=== design 1 ===
Design 1, wiring by layer:
Two of the layers only.
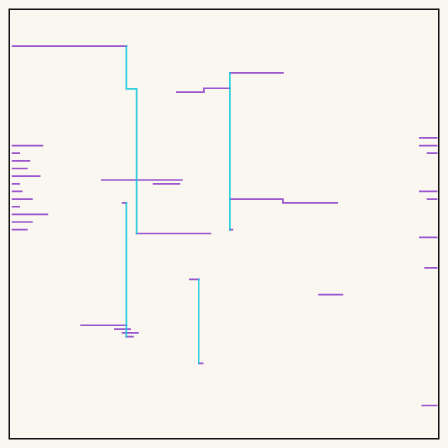

**src/rtl/climate_arbiter.sv**
```systemverilog
// Round-robin arbiter sharing one heater, one cooler and a zone valve bank
// among greenhouse zones, with minimum/maximum run time and dead time between grants.
//
// state  | meaning
// S_IDLE | plant off, searching for the next requesting zone from ptr
// S_RUN  | plant granted to zone gnt in frozen mode (heat or cool)
// S_DEAD | all-off dead time before the next arbitration
module climate_arbiter #(
   parameter int ZONES  = 4,
   parameter int MIN_ON = 16,
   parameter int MAX_ON = 64,
   parameter int DEAD   = 4
) (
   input  logic             clk,
   input  logic             rst_n,
   input  logic [ZONES-1:0] zone_en,
   input  logic [ZONES-1:0] heat_req,
   input  logic [ZONES-1:0] cool_req,
   output logic             heater_on,
   output logic             cooler_on,
   output logic [ZONES-1:0] valve,
   output logic [2:0]       grant_id,
   output logic             busy
);

   typedef enum logic [1:0] {S_IDLE, S_RUN, S_DEAD} state_t;

   localparam logic [7:0] MIN_M1  = 8'(MIN_ON - 1);
   localparam logic [7:0] MAX_M1  = 8'(MAX_ON - 1);
   localparam logic [7:0] DEAD_M1 = 8'(DEAD - 1);
   localparam logic [2:0] LAST    = 3'(ZONES - 1);

   state_t           state;
   logic [2:0]       ptr;
   logic [2:0]       gnt;
   logic             mode_heat;
   logic [7:0]       run_cnt;
   logic [7:0]       dead_cnt;

   logic [ZONES-1:0] req;
   logic [ZONES-1:0] win_oh;
   logic [ZONES-1:0] gnt_oh;
   logic [3:0]       idx;
   logic [2:0]       win;
   logic             found;
   logic             win_heat;
   logic             g_en;
   logic             g_hold;
   logic             others;
   logic             leave_run;

   // Rotating search starting at ptr; first requesting zone wins.
   always_comb begin
      req   = zone_en & (heat_req | cool_req);
      found = 1'b0;
      win   = ptr;
      idx   = '0;
      for (int k = 0; k < ZONES; k++) begin
         idx = {1'b0, ptr} + 4'(k);
         if (idx >= 4'(ZONES))
            idx = idx - 4'(ZONES);
         if (!found && (|(req & (ZONES'(1) << idx)))) begin
            found = 1'b1;
            win   = idx[2:0];
         end
      end
   end

   assign win_oh    = ZONES'(1) << win;
   assign win_heat  = |(heat_req & win_oh);
   assign gnt_oh    = ZONES'(1) << gnt;
   assign g_en      = |(zone_en & gnt_oh);
   assign g_hold    = mode_heat ? |(heat_req & gnt_oh) : |(cool_req & gnt_oh);
   assign others    = |(req & ~gnt_oh);
   assign leave_run = !g_en
                    || ((run_cnt >= MIN_M1) && !g_hold)
                    || ((run_cnt >= MAX_M1) && others);

   // Outputs are decoded from the registered state one cycle later, so a
   // request seen at edge t drives the plant after edge t+1.
   always_ff @(posedge clk or negedge rst_n) begin
      if (!rst_n) begin
         state     <= S_IDLE;
         ptr       <= 3'd0;
         gnt       <= 3'd0;
         mode_heat <= 1'b0;
         run_cnt   <= 8'd0;
         dead_cnt  <= 8'd0;
         heater_on <= 1'b0;
         cooler_on <= 1'b0;
         valve     <= '0;
         grant_id  <= 3'd0;
         busy      <= 1'b0;
      end else begin
         heater_on <= (state == S_RUN) && mode_heat;
         cooler_on <= (state == S_RUN) && !mode_heat;
         valve     <= (state == S_RUN) ? gnt_oh : '0;
         busy      <= (state != S_IDLE);
         grant_id  <= (state != S_IDLE) ? gnt : 3'd0;

         case (state)
            S_IDLE: begin
               if (found) begin
                  gnt       <= win;
                  mode_heat <= win_heat;
                  ptr       <= (win == LAST) ? 3'd0 : win + 3'd1;
                  run_cnt   <= 8'd0;
                  state     <= S_RUN;
               end
            end
            S_RUN: begin
               if (run_cnt != 8'hFF)
                  run_cnt <= run_cnt + 8'd1;
               if (leave_run) begin
                  dead_cnt <= 8'd0;
                  state    <= S_DEAD;
               end
            end
            S_DEAD: begin
               dead_cnt <= dead_cnt + 8'd1;
               if (dead_cnt == DEAD_M1)
                  state <= S_IDLE;
            end
            default: state <= S_IDLE;
         endcase
      end
   end

endmodule

```
**config.mk**
```make
export PLATFORM = sky130hd
export DESIGN_NAME = climate_arbiter
export DESIGN_NICKNAME = d
export VERILOG_FILES = /design/src/rtl/climate_arbiter.sv
export SDC_FILE = /design/constraint.sdc
export NUM_CORES = 1
export LEC_CHECK = 0
export CORE_UTILIZATION = 40
export CTS_CLUSTER_DIAMETER = 150
export DETAILED_ROUTE_END_ITERATION = 7
export GPL_TIMING_DRIVEN = 0
export PLACE_DENSITY_LB_ADDON = 0.1
export SLEW_MARGIN = 20
export SYNTH_ARGS = -nofsm -noshare
export SYNTH_HDL_FRONTEND = slang
export SYNTH_SLANG_ARGS = --single-unit
```
**constraint.sdc**
```tcl
create_clock -name clk -period 3.6 [get_ports clk]
set_input_delay 0.9 -clock clk [delete_from_list [all_inputs] [get_ports clk]]
set_output_delay 0.9 -clock clk [all_outputs]
set_load 0.02 [all_outputs]
```
=== design 2 ===
`config.mk`:
```
export PLATFORM = sky130hd
export DESIGN_NAME = axi_reg_bank
export DESIGN_NICKNAME = d
export VERILOG_FILES = /design/src/rtl/axi_reg_pkg.sv /design/src/rtl/axi_reg_rd_engine.sv /design/src/rtl/axi_reg_bank.sv
export SDC_FILE = /design/constraint.sdc
export NUM_CORES = 1
export LEC_CHECK = 0
export CAP_MARGIN = 30
export CORE_AREA = 2 2 277 279
export DETAILED_ROUTE_END_ITERATION = 8
export DIE_AREA = 0 0 279 281
export PLACE_DENSITY = 0.74
export SYNTH_ARGS = -nofsm -noshare
export SYNTH_HDL_FRONTEND = slang
export SYNTH_SLANG_ARGS = --single-unit
```
`constraint.sdc`:
```
create_clock -name clk -period 7.6 [get_ports clk]
set_input_delay 1.52 -clock clk [delete_from_list [all_inputs] [get_ports clk]]
set_output_delay 1.52 -clock clk [all_outputs]
set_load 0.02 [all_outputs]
```
`src/rtl/axi_reg_pkg.sv`:
```
// axi_reg_pkg: shared response codes, FSM state types and address decode helpers for axi_reg_bank.
// Revision 1.0 - initial parametrised release.
`default_nettype none

package axi_reg_pkg;

    localparam logic [1:0] RESP_OKAY   = 2'b00;
    localparam logic [1:0] RESP_SLVERR = 2'b10;

    typedef enum logic [1:0] {
        W_IDLE = 2'd0,
        W_DATA = 2'd1,
        W_RESP = 2'd2
    } wr_state_t;

    typedef enum logic [0:0] {
        R_IDLE = 1'b0,
        R_DATA = 1'b1
    } rd_state_t;

    typedef struct packed {
        logic        oob;
        logic [31:0] idx;
    } reg_idx_t;

    // Below-base or absurdly far addresses are flagged so the 32-bit index never aliases into range.
    function automatic reg_idx_t addr_to_index(input logic [63:0] addr,
                                               input logic [63:0] base,
                                               input int unsigned shift);
        reg_idx_t    res;
        logic [63:0] diff;
        diff    = (addr - base) >> shift;
        res.oob = (addr < base) || (diff[63:32] != 32'd0);
        res.idx = diff[31:0];
        return res;
    endfunction

    // Saturates so a burst starting near the top of the index space cannot wrap back into range.
    function automatic logic [31:0] next_index(input logic [31:0] idx);
        return (&idx) ? idx : idx + 32'd1;
    endfunction

endpackage

`default_nettype wire

```
`src/rtl/axi_reg_rd_engine.sv`:
```
// axi_reg_rd_engine: AXI4 read channel FSM, beat counter and registered read data for axi_reg_bank.
// Bursts honoured only when AXI_REG_BANK_BURST_EN is defined. Revision 1.0.
`default_nettype none

module axi_reg_rd_engine
    import axi_reg_pkg::*;
#(
    parameter int                    DATA_WIDTH = 32,
    parameter int                    ADDR_WIDTH = 32,
    parameter int                    ID_WIDTH   = 4,
    parameter int                    NUM_REGS   = 16,
    parameter logic [ADDR_WIDTH-1:0] BASE_ADDR  = '0
) (
    input  logic                           clk,
    input  logic                           areset,
    input  logic [ID_WIDTH-1:0]            arid_i,
    input  logic [ADDR_WIDTH-1:0]          araddr_i,
    input  logic [7:0]                     arlen_i,
    input  logic                           arvalid_i,
    output logic                           arready_o,
    output logic [ID_WIDTH-1:0]            rid_o,
    output logic [DATA_WIDTH-1:0]          rdata_o,
    output logic [1:0]                     rresp_o,
    output logic                           rlast_o,
    output logic                           rvalid_o,
    input  logic                           rready_i,
    input  logic [NUM_REGS*DATA_WIDTH-1:0] regs
);

    localparam int unsigned SHIFT = $clog2(DATA_WIDTH / 8);
    localparam int          IDX_W = (NUM_REGS > 1) ? $clog2(NUM_REGS) : 1;

    logic [NUM_REGS-1:0][DATA_WIDTH-1:0] reg_arr;
    assign reg_arr = regs;

    rd_state_t   state;
    logic [31:0] idx;
    logic        oob;
    logic [7:0]  len;
    logic [7:0]  beat;
    logic        len_err;

    reg_idx_t             ar_idx;
    logic [7:0]           ar_len_eff;
    logic                 ar_len_err;
    logic [31:0]          load_idx;
    logic                 load_oob;
    logic [7:0]           load_beat;
    logic [7:0]           load_len;
    logic                 load_err;
    logic                 load_ok;
    logic [DATA_WIDTH-1:0] load_data;

    // The "load" values describe the beat that will be presented next, whether it opens a burst or continues one.
    always_comb begin
        ar_idx = addr_to_index(64'(araddr_i), 64'(BASE_ADDR), SHIFT);
`ifdef AXI_REG_BANK_BURST_EN
        ar_len_eff = arlen_i;
        ar_len_err = 1'b0;
`else
        ar_len_eff = 8'd0;
        ar_len_err = (arlen_i != 8'd0);
`endif
        if (state == R_IDLE) begin
            load_idx  = ar_idx.idx;
            load_oob  = ar_idx.oob;
            load_beat = 8'd0;
            load_len  = ar_len_eff;
            load_err  = ar_len_err;
        end else begin
            load_idx  = next_index(idx);
            load_oob  = oob;
            load_beat = beat + 8'd1;
            load_len  = len;
            load_err  = len_err;
        end
        load_ok   = !load_oob && (load_idx < 32'(NUM_REGS));
        load_data = '0;
        if (load_ok) begin
            load_data = reg_arr[load_idx[IDX_W-1:0]];
        end
    end

    always_ff @(posedge clk or negedge areset) begin
        if (!areset) begin
            state     <= R_IDLE;
            arready_o <= 1'b1;
            rvalid_o  <= 1'b0;
            rlast_o   <= 1'b0;
            rdata_o   <= '0;
            rresp_o   <= RESP_OKAY;
            rid_o     <= '0;
            idx       <= '0;
            oob       <= 1'b0;
            len       <= '0;
            beat      <= '0;
            len_err   <= 1'b0;
        end else begin
            case (state)
                R_IDLE: begin
                    if (arvalid_i) begin
                        arready_o <= 1'b0;
                        rvalid_o  <= 1'b1;
                        rid_o     <= arid_i;
                        idx       <= load_idx;
                        oob       <= load_oob;
                        len       <= load_len;
                        beat      <= load_beat;
                        len_err   <= load_err;
                        rdata_o   <= load_data;
                        rresp_o   <= (load_ok && !load_err) ? RESP_OKAY : RESP_SLVERR;
                        rlast_o   <= (load_beat == load_len);
                        state     <= R_DATA;
                    end
                end
                R_DATA: begin
                    if (rready_i) begin
                        if (beat == len) begin
                            rvalid_o  <= 1'b0;
                            rlast_o   <= 1'b0;
                            arready_o <= 1'b1;
                            state     <= R_IDLE;
                        end else begin
                            idx     <= load_idx;
                            beat    <= load_beat;
                            rdata_o <= load_data;
                            rresp_o <= (load_ok && !load_err) ? RESP_OKAY : RESP_SLVERR;
                            rlast_o <= (load_beat == load_len);
                        end
                    end
                end
                default: state <= R_IDLE;
            endcase
        end
    end

endmodule

`default_nettype wire

```
`src/rtl/axi_reg_bank.sv`:
```
// axi_reg_bank: AXI4 slave register bank with byte strobes, SLVERR responses and per-register write pulses.
// Optional macro AXI_REG_BANK_BURST_EN enables INCR bursts of 1-256 beats. Revision 1.0.
`default_nettype none

module axi_reg_bank
    import axi_reg_pkg::*;
#(
    parameter int                    DATA_WIDTH = 32,
    parameter int                    ADDR_WIDTH = 32,
    parameter int                    ID_WIDTH   = 4,
    parameter int                    NUM_REGS   = 16,
    parameter logic [ADDR_WIDTH-1:0] BASE_ADDR  = '0
) (
    input  logic                           clk,
    input  logic                           areset,
    input  logic [ID_WIDTH-1:0]            awid_i,
    input  logic [ADDR_WIDTH-1:0]          awaddr_i,
    input  logic [7:0]                     awlen_i,
    input  logic                           awvalid_i,
    output logic                           awready_o,
    input  logic [DATA_WIDTH-1:0]          wdata_i,
    input  logic [DATA_WIDTH/8-1:0]        wstrb_i,
    input  logic                           wlast_i,
    input  logic                           wvalid_i,
    output logic                           wready_o,
    output logic [ID_WIDTH-1:0]            bid_o,
    output logic [1:0]                     bresp_o,
    output logic                           bvalid_o,
    input  logic                           bready_i,
    input  logic [ID_WIDTH-1:0]            arid_i,
    input  logic [ADDR_WIDTH-1:0]          araddr_i,
    input  logic [7:0]                     arlen_i,
    input  logic                           arvalid_i,
    output logic                           arready_o,
    output logic [ID_WIDTH-1:0]            rid_o,
    output logic [DATA_WIDTH-1:0]          rdata_o,
    output logic [1:0]                     rresp_o,
    output logic                           rlast_o,
    output logic                           rvalid_o,
    input  logic                           rready_i,
    output logic [NUM_REGS*DATA_WIDTH-1:0] regs_o,
    output logic [NUM_REGS-1:0]            reg_wr_pulse_o
);

    localparam int          STRB_W = DATA_WIDTH / 8;
    localparam int unsigned SHIFT  = $clog2(STRB_W);
    localparam int          IDX_W  = (NUM_REGS > 1) ? $clog2(NUM_REGS) : 1;

    logic [NUM_REGS-1:0][DATA_WIDTH-1:0] regs_q;
    assign regs_o = regs_q;

    wr_state_t   wstate;
    logic [31:0] widx;
    logic        woob;
    logic [7:0]  wlen;
    logic [7:0]  wbeat;
    logic        werr;

    reg_idx_t   aw_idx;
    logic [7:0] aw_len_eff;
    logic       aw_len_err;
    logic       w_in_range;
    logic       w_final;
    logic       w_last_err;
    logic       w_err_total;

    always_comb begin
        aw_idx     = addr_to_index(64'(awaddr_i), 64'(BASE_ADDR), SHIFT);
        w_in_range = !woob && (widx < 32'(NUM_REGS));
        w_final    = (wbeat == wlen);
`ifdef AXI_REG_BANK_BURST_EN
        aw_len_eff = awlen_i;
        aw_len_err = 1'b0;
        w_last_err = (wlast_i != w_final);
`else
        aw_len_eff = 8'd0;
        aw_len_err = (awlen_i != 8'd0);
        w_last_err = 1'b0;
`endif
        w_err_total = werr | !w_in_range | w_last_err;
    end

`ifndef AXI_REG_BANK_BURST_EN
    // Single-beat mode never looks at wlast; tie it off so the port is still consumed.
    logic unused_wlast;
    assign unused_wlast = wlast_i;
`endif

    always_ff @(posedge clk or negedge areset) begin
        if (!areset) begin
            wstate         <= W_IDLE;
            awready_o      <= 1'b1;
            wready_o       <= 1'b0;
            bvalid_o       <= 1'b0;
            bresp_o        <= RESP_OKAY;
            bid_o          <= '0;
            widx           <= '0;
            woob           <= 1'b0;
            wlen           <= '0;
            wbeat          <= '0;
            werr           <= 1'b0;
            reg_wr_pulse_o <= '0;
            regs_q         <= '0;
        end else begin
            reg_wr_pulse_o <= '0;
            case (wstate)
                W_IDLE: begin
                    if (awvalid_i) begin
                        awready_o <= 1'b0;
                        wready_o  <= 1'b1;
                        bid_o     <= awid_i;
                        widx      <= aw_idx.idx;
                        woob      <= aw_idx.oob;
                        wlen      <= aw_len_eff;
                        wbeat     <= 8'd0;
                        werr      <= aw_len_err;
                        wstate    <= W_DATA;
                    end
                end
                W_DATA: begin
                    if (wvalid_i) begin
                        if (w_in_range) begin
                            for (int b = 0; b < STRB_W; b++) begin
                                if (wstrb_i[b]) begin
                                    regs_q[widx[IDX_W-1:0]][b*8 +: 8] <= wdata_i[b*8 +: 8];
                                end
                            end
                            reg_wr_pulse_o[widx[IDX_W-1:0]] <= 1'b1;
                        end
                        widx  <= next_index(widx);
                        wbeat <= wbeat + 8'd1;
                        werr  <= w_err_total;
                        if (w_final) begin
                            wready_o <= 1'b0;
                            bvalid_o <= 1'b1;
                            bresp_o  <= w_err_total ? RESP_SLVERR : RESP_OKAY;
                            wstate   <= W_RESP;
                        end
                    end
                end
                W_RESP: begin
                    if (bready_i) begin
                        bvalid_o  <= 1'b0;
                        awready_o <= 1'b1;
                        wstate    <= W_IDLE;
                    end
                end
                default: wstate <= W_IDLE;
            endcase
        end
    end

    axi_reg_rd_engine #(
        .DATA_WIDTH (DATA_WIDTH),
        .ADDR_WIDTH (ADDR_WIDTH),
        .ID_WIDTH   (ID_WIDTH),
        .NUM_REGS   (NUM_REGS),
        .BASE_ADDR  (BASE_ADDR)
    ) u_rd_engine (
        .clk       (clk),
        .areset    (areset),
        .arid_i    (arid_i),
        .araddr_i  (araddr_i),
        .arlen_i   (arlen_i),
        .arvalid_i (arvalid_i),
        .arready_o (arready_o),
        .rid_o     (rid_o),
        .rdata_o   (rdata_o),
        .rresp_o   (rresp_o),
        .rlast_o   (rlast_o),
        .rvalid_o  (rvalid_o),
        .rready_i  (rready_i),
        .regs      (regs_q)
    );

endmodule

`default_nettype wire
```
=== design 3 ===
**config.mk**
```make
export PLATFORM = sky130hd
export DESIGN_NAME = uart_tx_serializer
export DESIGN_NICKNAME = d
export VERILOG_FILES = /design/src/rtl/uart_pkg.sv /design/src/rtl/uart_baud_tick.sv /design/src/rtl/uart_tx_serializer.sv
export SDC_FILE = /design/constraint.sdc
export NUM_CORES = 1
export LEC_CHECK = 0
export CAP_MARGIN = 10
export CORE_UTILIZATION = 35
export CTS_CLUSTER_SIZE = 20
export DETAILED_ROUTE_END_ITERATION = 8
export PLACE_DENSITY = 0.61
export SLEW_MARGIN = 20
export SYNTH_ARGS = -nofsm -noshare
export SYNTH_HDL_FRONTEND = slang
export SYNTH_SLANG_ARGS = --single-unit
```
**constraint.sdc**
```tcl
create_clock -name clk -period 1.9 [get_ports clk]
set_clock_uncertainty 0.15 [all_clocks]
set_input_delay 0.38 -clock clk [delete_from_list [all_inputs] [get_ports clk]]
set_output_delay 0.38 -clock clk [all_outputs]
set_load 0.1 [all_outputs]
```
**src/rtl/uart_pkg.sv**
```systemverilog
// Shared UART definitions: frame state encoding, default baud divisor and
// frame-length helper. Used by the transmitter and the future receiver.
package uart_pkg;

  // Frame states, shared with the receiver.
  typedef enum logic [2:0] {
    IDLE   = 3'd0,
    LOAD   = 3'd1,
    START  = 3'd2,
    DATA   = 3'd3,
    PARITY = 3'd4,
    STOP   = 3'd5
  } uart_state_t;

  // 100 MHz system clock, 115200 baud.
  localparam int CLKS_PER_BIT_DEFAULT = 868;

  // Total clk cycles on the line for one frame, start bit through last stop bit.
  function automatic int frame_cycles(input int data_bits,
                                      input int parity_en,
                                      input int stop_bits,
                                      input int clks_per_bit);
    return (1 + data_bits + parity_en + stop_bits) * clks_per_bit;
  endfunction

endpackage

```
**src/rtl/uart_baud_tick.sv**
```systemverilog
// Per-bit baud timer. Counts 0..CLKS_PER_BIT-1 and pulses tick on the last
// count of each bit. clear forces the count back to 0 so every state starts
// on a fresh bit period; the count never wraps mid-bit.
module uart_baud_tick
  import uart_pkg::*;
#(
  parameter int CLKS_PER_BIT = CLKS_PER_BIT_DEFAULT
) (
  input  logic clk,
  input  logic reset,
  input  logic clear,
  output logic tick
);

  localparam int CNT_W = (CLKS_PER_BIT > 1) ? $clog2(CLKS_PER_BIT) : 1;
  localparam logic [CNT_W-1:0] LAST_CNT = CNT_W'(CLKS_PER_BIT - 1);

  logic [CNT_W-1:0] count;

  // Bit-period counter; restarts on clear or at the bit boundary.
  always_ff @(posedge clk or negedge reset) begin
    if (!reset) begin
      count <= '0;
    end else if (clear || (count == LAST_CNT)) begin
      count <= '0;
    end else begin
      count <= count + CNT_W'(1);
    end
  end

  assign tick = (count == LAST_CNT);

endmodule

```
**src/rtl/uart_tx_serializer.sv**
```systemverilog
// UART transmit serialiser. Pops one byte from the transmit FIFO when it is
// non-empty and enable is set, then drives start, data (LSB first), optional
// parity and stop bits onto tx. Sole driver of the tx pin.
//
// state  | meaning
// -------+----------------------------------------------------------
// IDLE   | line high; pop the FIFO when enabled and non-empty
// LOAD   | one cycle waiting for FIFO data; capture byte and parity
// START  | start bit (tx=0) for one bit period
// DATA   | data bits LSB first, shift right at each bit boundary
// PARITY | captured parity bit for one bit period
// STOP   | stop bit(s) high; tx_done in the final cycle
module uart_tx_serializer
  import uart_pkg::*;
#(
  parameter int CLKS_PER_BIT = CLKS_PER_BIT_DEFAULT,
  parameter int DATA_BITS    = 8,
  parameter int PARITY_EN    = 0,
  parameter int PARITY_ODD   = 0,
  parameter int STOP_BITS    = 1
) (
  input  logic                 clk,
  input  logic                 reset,
  input  logic                 enable,
  input  logic                 fifo_empty,
  input  logic [DATA_BITS-1:0] fifo_rd_data,
  output logic                 fifo_rd_en,
  output logic                 tx,
  output logic                 busy,
  output logic                 tx_done
);

  // Wide enough to index up to 9 data bits and 2 stop bits.
  localparam int IDX_W = 4;
  localparam logic [IDX_W-1:0] LAST_DATA = IDX_W'(DATA_BITS - 1);
  localparam logic [IDX_W-1:0] LAST_STOP = IDX_W'(STOP_BITS - 1);
  localparam logic             PAR_SENSE = (PARITY_ODD != 0);
  localparam logic             HAS_PAR   = (PARITY_EN != 0);

  uart_state_t          state;
  uart_state_t          state_next;
  logic [DATA_BITS-1:0] shift_reg;
  logic [DATA_BITS-1:0] shift_next;
  logic [IDX_W-1:0]     bit_idx;
  logic [IDX_W-1:0]     bit_idx_next;
  logic                 parity_bit;
  logic                 parity_next;
  logic                 tick;
  logic                 baud_clear;

  uart_baud_tick #(
    .CLKS_PER_BIT(CLKS_PER_BIT)
  ) u_baud_tick (
    .clk  (clk),
    .reset(reset),
    .clear(baud_clear),
    .tick (tick)
  );

  // Restart the bit period on every state entry; hold it at zero while idle.
  assign baud_clear = (state == IDLE) || (state_next != state);

  assign busy = (state != IDLE);

  // State and datapath registers; reset drops any byte in flight.
  always_ff @(posedge clk or negedge reset) begin
    if (!reset) begin
      state      <= IDLE;
      shift_reg  <= '0;
      bit_idx    <= '0;
      parity_bit <= 1'b0;
    end else begin
      state      <= state_next;
      shift_reg  <= shift_next;
      bit_idx    <= bit_idx_next;
      parity_bit <= parity_next;
    end
  end

  // Next-state, datapath update and line/handshake outputs.
  always_comb begin
    state_next   = state;
    shift_next   = shift_reg;
    bit_idx_next = bit_idx;
    parity_next  = parity_bit;
    fifo_rd_en   = 1'b0;
    tx           = 1'b1;
    tx_done      = 1'b0;

    case (state)
      IDLE: begin
        // Gating with reset keeps the pop request low while reset is held,
        // since the state register sits in IDLE during reset.
        if (enable && !fifo_empty && reset) begin
          fifo_rd_en = 1'b1;
          state_next = LOAD;
        end
      end

      LOAD: begin
        shift_next   = fifo_rd_data;
        parity_next  = (^fifo_rd_data) ^ PAR_SENSE;
        bit_idx_next = '0;
        state_next   = START;
      end

      START: begin
        tx = 1'b0;
        if (tick) begin
          state_next = DATA;
        end
      end

      DATA: begin
        tx = shift_reg[0];
        if (tick) begin
          shift_next = shift_reg >> 1;
          if (bit_idx == LAST_DATA) begin
            bit_idx_next = '0;
            state_next   = HAS_PAR ? PARITY : STOP;
          end else begin
            bit_idx_next = bit_idx + IDX_W'(1);
          end
        end
      end

      PARITY: begin
        tx = parity_bit;
        if (tick) begin
          state_next = STOP;
        end
      end

      STOP: begin
        tx = 1'b1;
        if (tick) begin
          if (bit_idx == LAST_STOP) begin
            tx_done      = 1'b1;
            bit_idx_next = '0;
            state_next   = IDLE;
          end else begin
            bit_idx_next = bit_idx + IDX_W'(1);
          end
        end
      end

      default: begin
        state_next = IDLE;
      end
    endcase
  end

endmodule
```
=== design 4 ===
<file path="src/rtl/mult_div_sequencer_pkg.sv">
// mult_div_sequencer_pkg
// Shared definitions between the MULT/DIV engine and the main control FSM.
//   - OP_MULT / OP_DIV : encoding of the 'op' input of mult_div_sequencer
//   - mc_wait_e        : main-control states that wait for the engine's done
package mult_div_sequencer_pkg;

  localparam logic OP_MULT = 1'b0;
  localparam logic OP_DIV  = 1'b1;

  // Main-control handshake states that sit waiting on 'done'.
  typedef enum logic {
    MULT_WAIT = 1'b0,
    DIV_WAIT  = 1'b1
  } mc_wait_e;

endpackage

</file>
<file path="src/rtl/mult_div_sequencer.sv">
// mult_div_sequencer
// Multicycle signed MULT/DIV engine producing Hi/Lo for the multicycle CPU.
// One result bit per cycle: shift-add multiply or restoring divide on the
// operand magnitudes, followed by a single sign-fix cycle.
//
// Ports:
//   clk      in   clock, rising edge
//   reset    in   synchronous active-high reset
//   start    in   one-cycle request, only honoured in IDLE
//   op       in   0 = MULT, 1 = DIV (sampled with start)
//   a, b     in   WIDTH-bit two's complement operands (sampled with start)
//   busy     out  high from the cycle after an accepted start through done
//   done     out  one-cycle completion pulse
//   div_zero out  high with done for DIV by zero
//   hi, lo   out  MULT: product high/low; DIV: remainder/quotient
module mult_div_sequencer
  import mult_div_sequencer_pkg::*;
#(
  parameter int WIDTH = 32,
  parameter int CNT_W = 6
) (
  input  logic             clk,
  input  logic             reset,
  input  logic             start,
  input  logic             op,
  input  logic [WIDTH-1:0] a,
  input  logic [WIDTH-1:0] b,
  output logic             busy,
  output logic             done,
  output logic             div_zero,
  output logic [WIDTH-1:0] hi,
  output logic [WIDTH-1:0] lo
);

  typedef enum logic [2:0] {
    S_IDLE = 3'd0,
    S_PREP = 3'd1,
    S_RUN  = 3'd2,
    S_FIX  = 3'd3,
    S_DONE = 3'd4,
    S_DZ   = 3'd5
  } state_e;

  state_e r_state;
  state_e w_state_next;

  logic             r_op;
  logic             r_sign_a;
  logic             r_sign_b;
  logic [WIDTH-1:0] r_a_mag;
  logic [WIDTH-1:0] r_b_mag;
  // r_acc: product high half (MULT) / partial remainder (DIV)
  // r_shf: multiplier shifting out + product low half (MULT) /
  //        dividend shifting out + quotient shifting in (DIV)
  logic [WIDTH-1:0] r_acc;
  logic [WIDTH-1:0] r_shf;
  logic [CNT_W-1:0] r_cnt;
  logic [WIDTH-1:0] r_hi;
  logic [WIDTH-1:0] r_lo;

  // Magnitudes as unsigned values; the most negative input maps to 2^(WIDTH-1),
  // which still fits the unsigned WIDTH-bit register.
  logic [WIDTH-1:0]   w_a_mag;
  logic [WIDTH-1:0]   w_b_mag;
  logic               w_b_zero;
  logic               w_last;
  logic [WIDTH-1:0]   w_rem_sh;
  logic [WIDTH:0]     w_add_opd;
  logic [WIDTH:0]     w_addsub;
  logic [2*WIDTH-1:0] w_prod;
  logic [2*WIDTH-1:0] w_prod_s;
  logic [WIDTH-1:0]   w_quot_s;
  logic [WIDTH-1:0]   w_rem_s;

  assign w_a_mag  = a[WIDTH-1] ? (~a + 1'b1) : a;
  assign w_b_mag  = b[WIDTH-1] ? (~b + 1'b1) : b;
  assign w_b_zero = (b == '0);
  assign w_last   = (r_cnt == CNT_W'(WIDTH - 1));

  // Single WIDTH+1-bit add/sub shared by both algorithms. The extra bit is the
  // multiply carry-out, or the borrow (negative trial result) for division.
  assign w_rem_sh  = {r_acc[WIDTH-2:0], r_shf[WIDTH-1]};
  assign w_add_opd = r_shf[0] ? {1'b0, r_a_mag} : '0;
  assign w_addsub  = (r_op == OP_DIV) ? ({1'b0, w_rem_sh} - {1'b0, r_b_mag})
                                      : ({1'b0, r_acc} + w_add_opd);

  // Sign application for the fix-up cycle.
  assign w_prod   = {r_acc, r_shf};
  assign w_prod_s = (r_sign_a ^ r_sign_b) ? (~w_prod + 1'b1) : w_prod;
  assign w_quot_s = (r_sign_a ^ r_sign_b) ? (~r_shf + 1'b1) : r_shf;
  assign w_rem_s  = r_sign_a ? (~r_acc + 1'b1) : r_acc;

  // State register
  always_ff @(posedge clk) begin
    if (reset) begin
      r_state <= S_IDLE;
    end else begin
      r_state <= w_state_next;
    end
  end

  // Next-state logic
  always_comb begin
    w_state_next = r_state;
    case (r_state)
      S_IDLE: begin
        if (start) begin
          if (op == OP_DIV && w_b_zero) begin
            w_state_next = S_DZ;
          end else begin
            w_state_next = S_PREP;
          end
        end
      end
      S_PREP:  w_state_next = S_RUN;
      S_RUN:   if (w_last) w_state_next = S_FIX;
      S_FIX:   w_state_next = S_DONE;
      S_DONE:  w_state_next = S_IDLE;
      S_DZ:    w_state_next = S_IDLE;
      default: w_state_next = S_IDLE;
    endcase
  end

  // Datapath
  always_ff @(posedge clk) begin
    if (reset) begin
      r_op     <= 1'b0;
      r_sign_a <= 1'b0;
      r_sign_b <= 1'b0;
      r_a_mag  <= '0;
      r_b_mag  <= '0;
      r_acc    <= '0;
      r_shf    <= '0;
      r_cnt    <= '0;
      r_hi     <= '0;
      r_lo     <= '0;
    end else begin
      case (r_state)
        S_IDLE: begin
          if (w_state_next == S_PREP) begin
            r_op     <= op;
            r_sign_a <= a[WIDTH-1];
            r_sign_b <= b[WIDTH-1];
            r_a_mag  <= w_a_mag;
            r_b_mag  <= w_b_mag;
          end
        end
        S_PREP: begin
          r_acc <= '0;
          r_shf <= (r_op == OP_DIV) ? r_a_mag : r_b_mag;
          r_cnt <= '0;
        end
        S_RUN: begin
          r_cnt <= r_cnt + 1'b1;
          if (r_op == OP_DIV) begin
            // Borrow set means the trial subtraction went negative: restore.
            r_acc <= w_addsub[WIDTH] ? w_rem_sh : w_addsub[WIDTH-1:0];
            r_shf <= {r_shf[WIDTH-2:0], ~w_addsub[WIDTH]};
          end else begin
            {r_acc, r_shf} <= {w_addsub, r_shf[WIDTH-1:1]};
          end
        end
        S_FIX: begin
          if (r_op == OP_DIV) begin
            r_hi <= w_rem_s;
            r_lo <= w_quot_s;
          end else begin
            {r_hi, r_lo} <= w_prod_s;
          end
        end
        default: ;
      endcase
    end
  end

  assign busy     = (r_state != S_IDLE);
  assign done     = (r_state == S_DONE) || (r_state == S_DZ);
  assign div_zero = (r_state == S_DZ);
  assign hi       = r_hi;
  assign lo       = r_lo;

endmodule

</file>
<file path="config.mk">
export PLATFORM = sky130hd
export DESIGN_NAME = mult_div_sequencer
export DESIGN_NICKNAME = d
export VERILOG_FILES = /design/src/rtl/mult_div_sequencer_pkg.sv /design/src/rtl/mult_div_sequencer.sv
export SDC_FILE = /design/constraint.sdc
export NUM_CORES = 1
export LEC_CHECK = 0
export CORE_MARGIN = 2
export CORE_UTILIZATION = 67
export CTS_BUF_LIST = sky130_fd_sc_hd__clkbuf_4
export DETAILED_ROUTE_END_ITERATION = 12
export DONT_BUFFER_PORTS = 1
export PLACE_DENSITY = 0.86
export SLEW_MARGIN = 20
export SYNTH_ARGS = -nofsm -noshare
export SYNTH_HDL_FRONTEND = slang
export SYNTH_SLANG_ARGS = --single-unit
</file>
<file path="constraint.sdc">
create_clock -name clk -period 4.2 [get_ports clk]
set_input_delay 0.84 -clock clk [delete_from_list [all_inputs] [get_ports clk]]
set_output_delay 0.84 -clock clk [all_outputs]
set_load 0.005 [all_outputs]
</file>
Design 3, routed clock nets over the placement:
Bar = 20 microns.
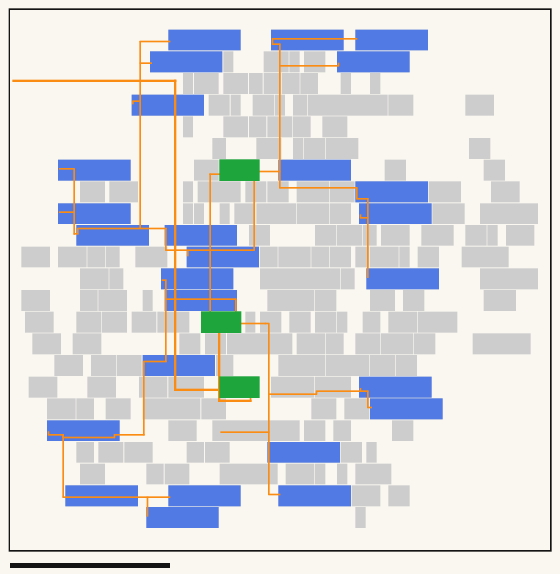
- green: cells driving clock nets (count 3)
- blue: flip-flops (count 26)
- orange: clock wires (length 364 microns)
- routed clock nets: 4

Design 3, supply network:
Pins as bars on the die edge.
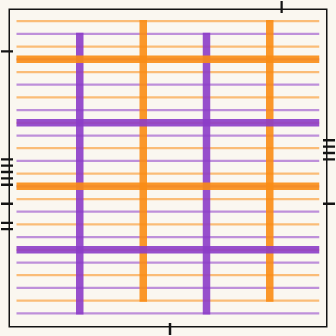
- purple: VSS
- orange: VDD
- signal pins: 16
- met4 straps: 4
- rows: 23
Die Y: 67.7 microns
Core Area: 4060 sq um
Worst VDD drop: 0.419 mV

==> flow_summary.ini, design 3 <==
; physical design summary
[status]
outcome = complete, but fails checks
violations = setup timing

[yosys]
yosysUniqueCellTypes = 41
synthTopCellsByCount = 26 x dfrtp_1, 12 x nor2_1, 10 x a21oi_1, 10 x mux2i_1, 9 x xnor2_1
topCombFamilyByArea = simple AND/OR/NAND/NOR gates
netlist_instances = 145

[setup_path]
worst_path_most_repeated_cell = buf_6

[detailed_routing]
vias = 1238
routed.top_layer = met4
drt.antenna.violating_nets = 0

[power_and_ir_drop]
p_per_area_nw_per_um2 = 1100

[timing]
final-setup-viol-count = 16
worst_slack_ns = -0.408
rsz0062_at_grt = yes

[layout]
layout.cells.most_common_list = 26 x dfrtp_1, 25 x buf_4, 11 x nor2_1, 11 x clkdlybuf4s50_1, 10 x mux2i_1
drive_above_1_share_pct = 34.7
nMultiInputCombCells = 107

[clock_network]
clk_pin_slew_ns = 0.10
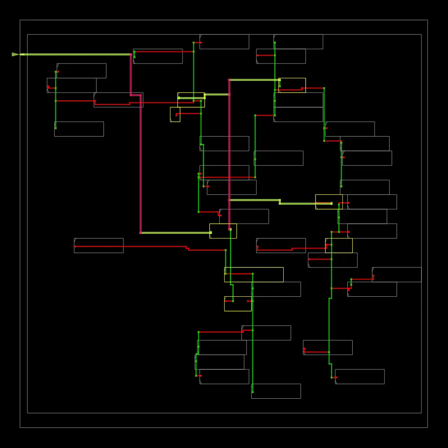
Design 1: clock nets
Layout clock buffers: 6
clk_skew: 0.00454 ns

## Picture notes: 'wiring by layer' of design 1
- purple: met3 (wire length 170 microns)
- cyan: met4 (wire length 102 microns)
Total Routing Usage GR: 18.0%
per-cell routed wire length: 14.1 microns
Vias: 1781
Routed WL: 4670 microns

==> flow_summary.ini, design 1 <==
; physical design summary
[status]
outcome = finished, final reports clean

[yosys]
yosys-top-cells-area = dfrtp_1 40%, ha_1 5.1%, nor2_1 4.6%
netlist_instances = 228
ys_sh_xor_pct = 2.79

[layout]
top_regs = dead_cnt x8, run_cnt x8, valve x4
nMultiInputCombCells = 176
final_cells = 331

[global_routing]
gr-usage-met3_pct = 3.95
grt_overflow = 0

[detailed_routing]
drt.antenna.violating_nets = 0
drt-vias-per-instance = 5.38
wl_met3_microns = 169

[power_and_ir_drop]
finalPower_mw = 2.22

[timing]
max_freq_mhz = 297
report.final.slew_viol_count = 0
finalSetupTns_ns = 0
final-setup-viol-count = 0
finalClockPeriodUsage_pct = 93.5

[clock_network]
clk_pin_slew_ns = 0.07
cts_setup_buffers = 0
cts-buffers-inserted = 5
cts.repair.resized = 0

[setup_path]
crit_family = AND-OR/OR-AND gates
start_kind = input port
crit_required_ns = 3.78

[place]
place_congestion = 0.855
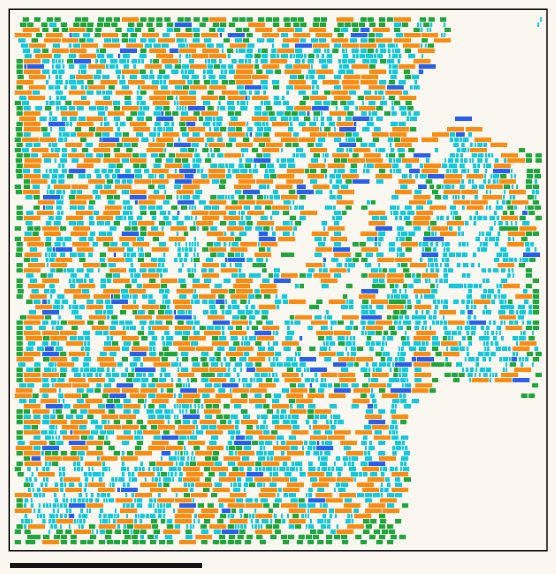
Design 2: placement by cell class
Bar = 100 microns.
- blue: clock drivers and dummy loads (cells 132; share of their area 5.5%)
- orange: flip-flops (cells 670; share of their area 37%)
- cyan: all other logic (cells 2388; share of their area 40%)
- green: other buffers and delay cells (cells 757; share of their area 17%)

Design 2, clock nets:
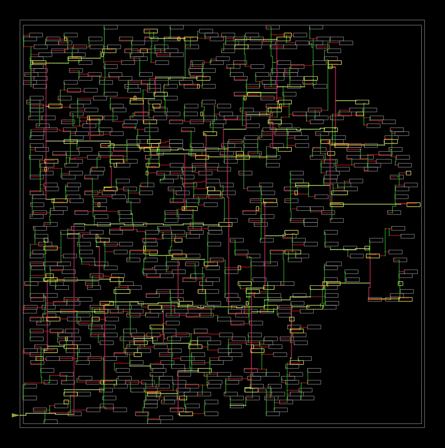
TritonCTS Sinks: 670
Clk. pwr: 3.72 mW
flip-flops: 670

==> flow_summary.ini, design 2 <==
; physical design summary
[layout]
layout.cells.most_common_list = 700 x clkdlybuf4s50_1, 666 x dfrtp_1, 615 x mux2_2
clkCellAreaFrac_pct = 5.36
flop_area_sq_um = 16800
n_antenna_cell = 2

[power_and_ir_drop]
p_seq_share_pct = 35.8

[clock_network]
postCtsHoldBufs = 0

[setup_path]
critical-path-max-stage-delay_ns = 0.85
arrival_ns = 5.79

[global_routing]
grtUsageMet2_pct = 60.4
busiest_layer = met2

[detailed_routing]
drtIter0Drc = 3946

[yosys]
ys_sh_xor_pct = 0.833
aoi_share_pct = 14.9

[timing]
period_minus_slack_ns = 5.22
worst_slack_ns = 2.38

[die]
fp-row-count = 101
taps = 978

[status]
outcome = finished, final reports clean
Design 4, routed clock nets over the placement:
Bar = 50 microns.
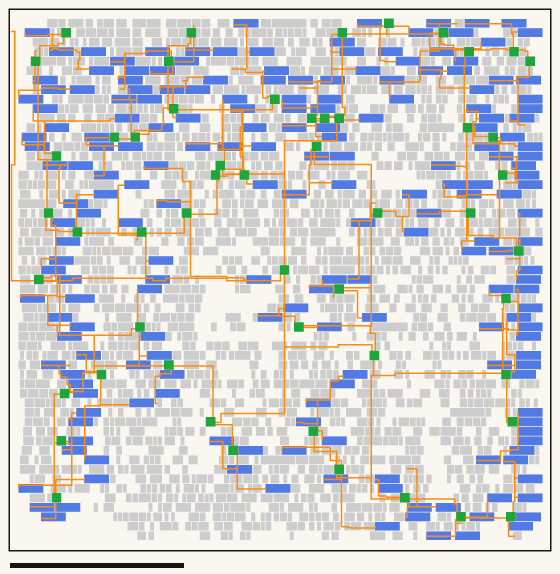
- green: cells driving clock nets (count 53)
- orange: clock wires (length 3000 microns)
- blue: flip-flops (count 204)
- flops lie: all over the die
Clk. pwr: 1.79 mW
clk_skew: 0.114 ns

Design 4, supply network:
Pins as bars on the die edge.
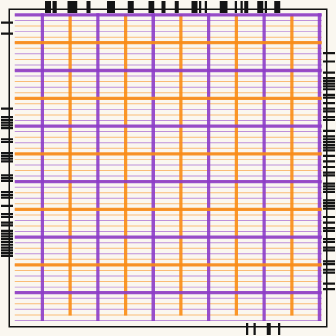
- purple: VSS
- orange: VDD
- met1 rails: 56
- met4 straps: 11
- signal pins: 135

==> flow_summary.ini, design 4 <==
; physical design summary
[die]
taps = 285

[place]
dp_slack_ns = 0.691

[power_and_ir_drop]
pg_comb_mw = 1.50
p_comb_share_pct = 26.9
p_per_area_nw_per_um2 = 347

[timing]
period_minus_slack_ns = 3.79
rsz0062_at_grt = no

[yosys]
aoi_share_pct = 29.8
synthTopCellsByCount = 222 x nor2_1, 204 x dfxtp_1, 154 x nand2_1
adder_share_pct = 5.93
yosysUniqueCellTypes = 82
synth.most_common_cell = nor2_1

[layout]
drive_above_1_share_pct = 10.7

[status]
outcome = finished, final reports clean

[setup_path]
r2r_setup_slack_ns = 0.41

[global_routing]
grt_start_max_net_pins = 183
grt_overflow = 0

[flow_run]
tool_warnings = 31

[detailed_routing]
vias = 15300

[clock_network]
cts.sinks = 204

==> notes/layouts.md <==
Pictures saved along the way, in no particular order.

Wiring by layer.
Two of the layers only.
image #1
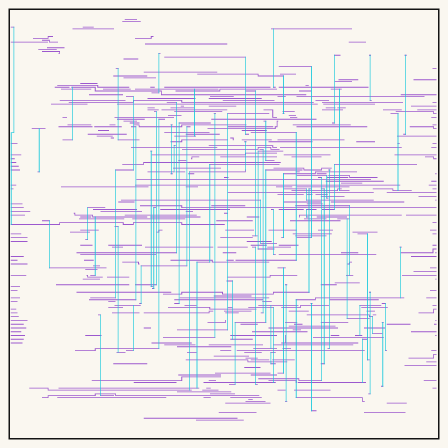
image #2
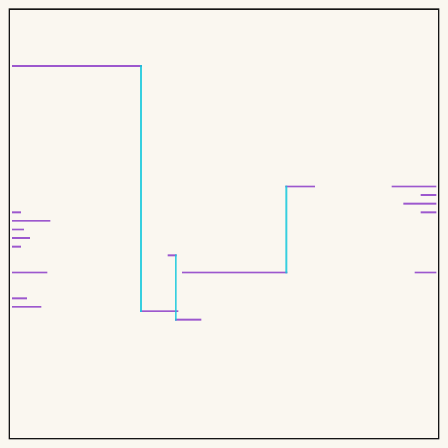
image #3
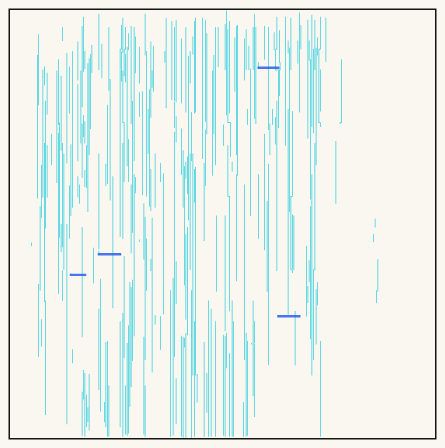
| from | picture |
|---|---|
| design 3 | image #2 |
| design 4 | image #1 |
| design 2 | image #3 |
Of these, least wire: image #2
Of these, most wire: image #3



==> layout pictures side by side <==
Placement by cell class.
panel A
Bar = 20 microns.
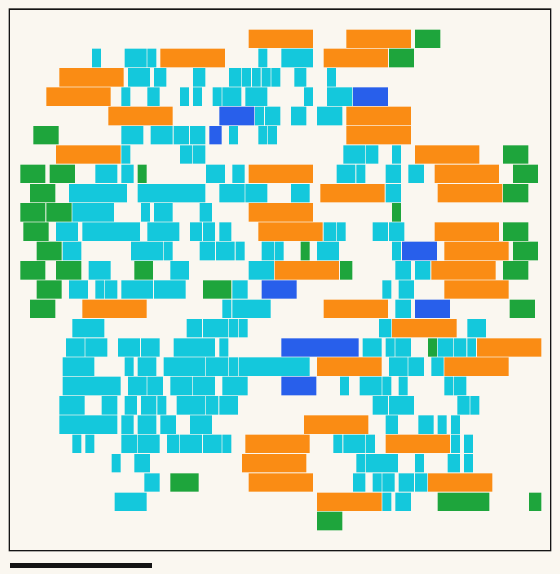
panel B
Bar = 50 microns.
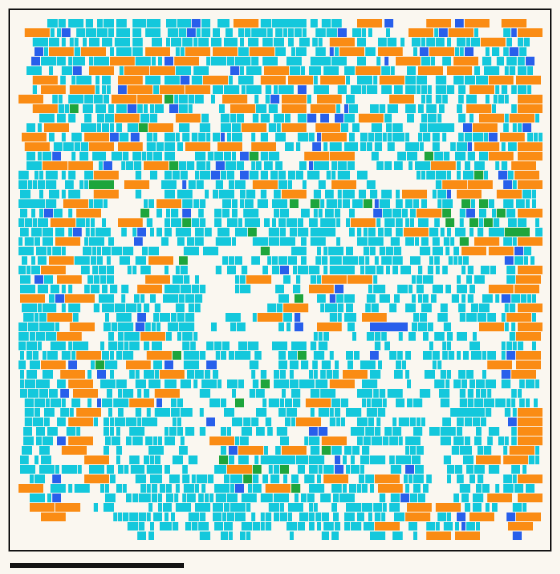
panel C
Bar = 20 microns.
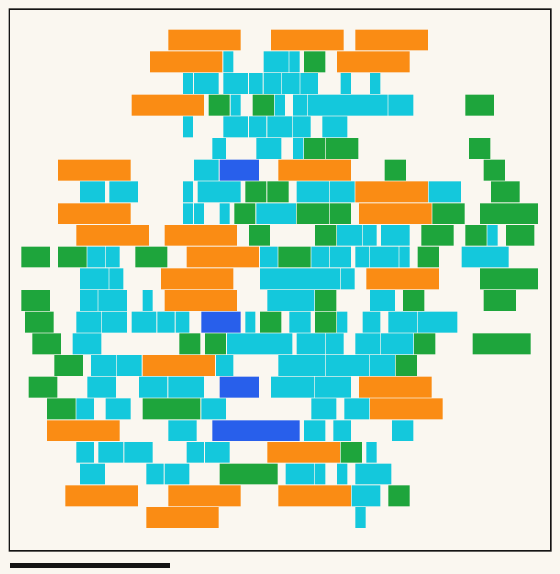
Panel C comes from design 3.
Panel A comes from design 1.
Panel B comes from design 4.
Of these, highest utilization: panel B
Of these, most sequential cells: panel B

Power is estimated from default activity; no workload was simulated.
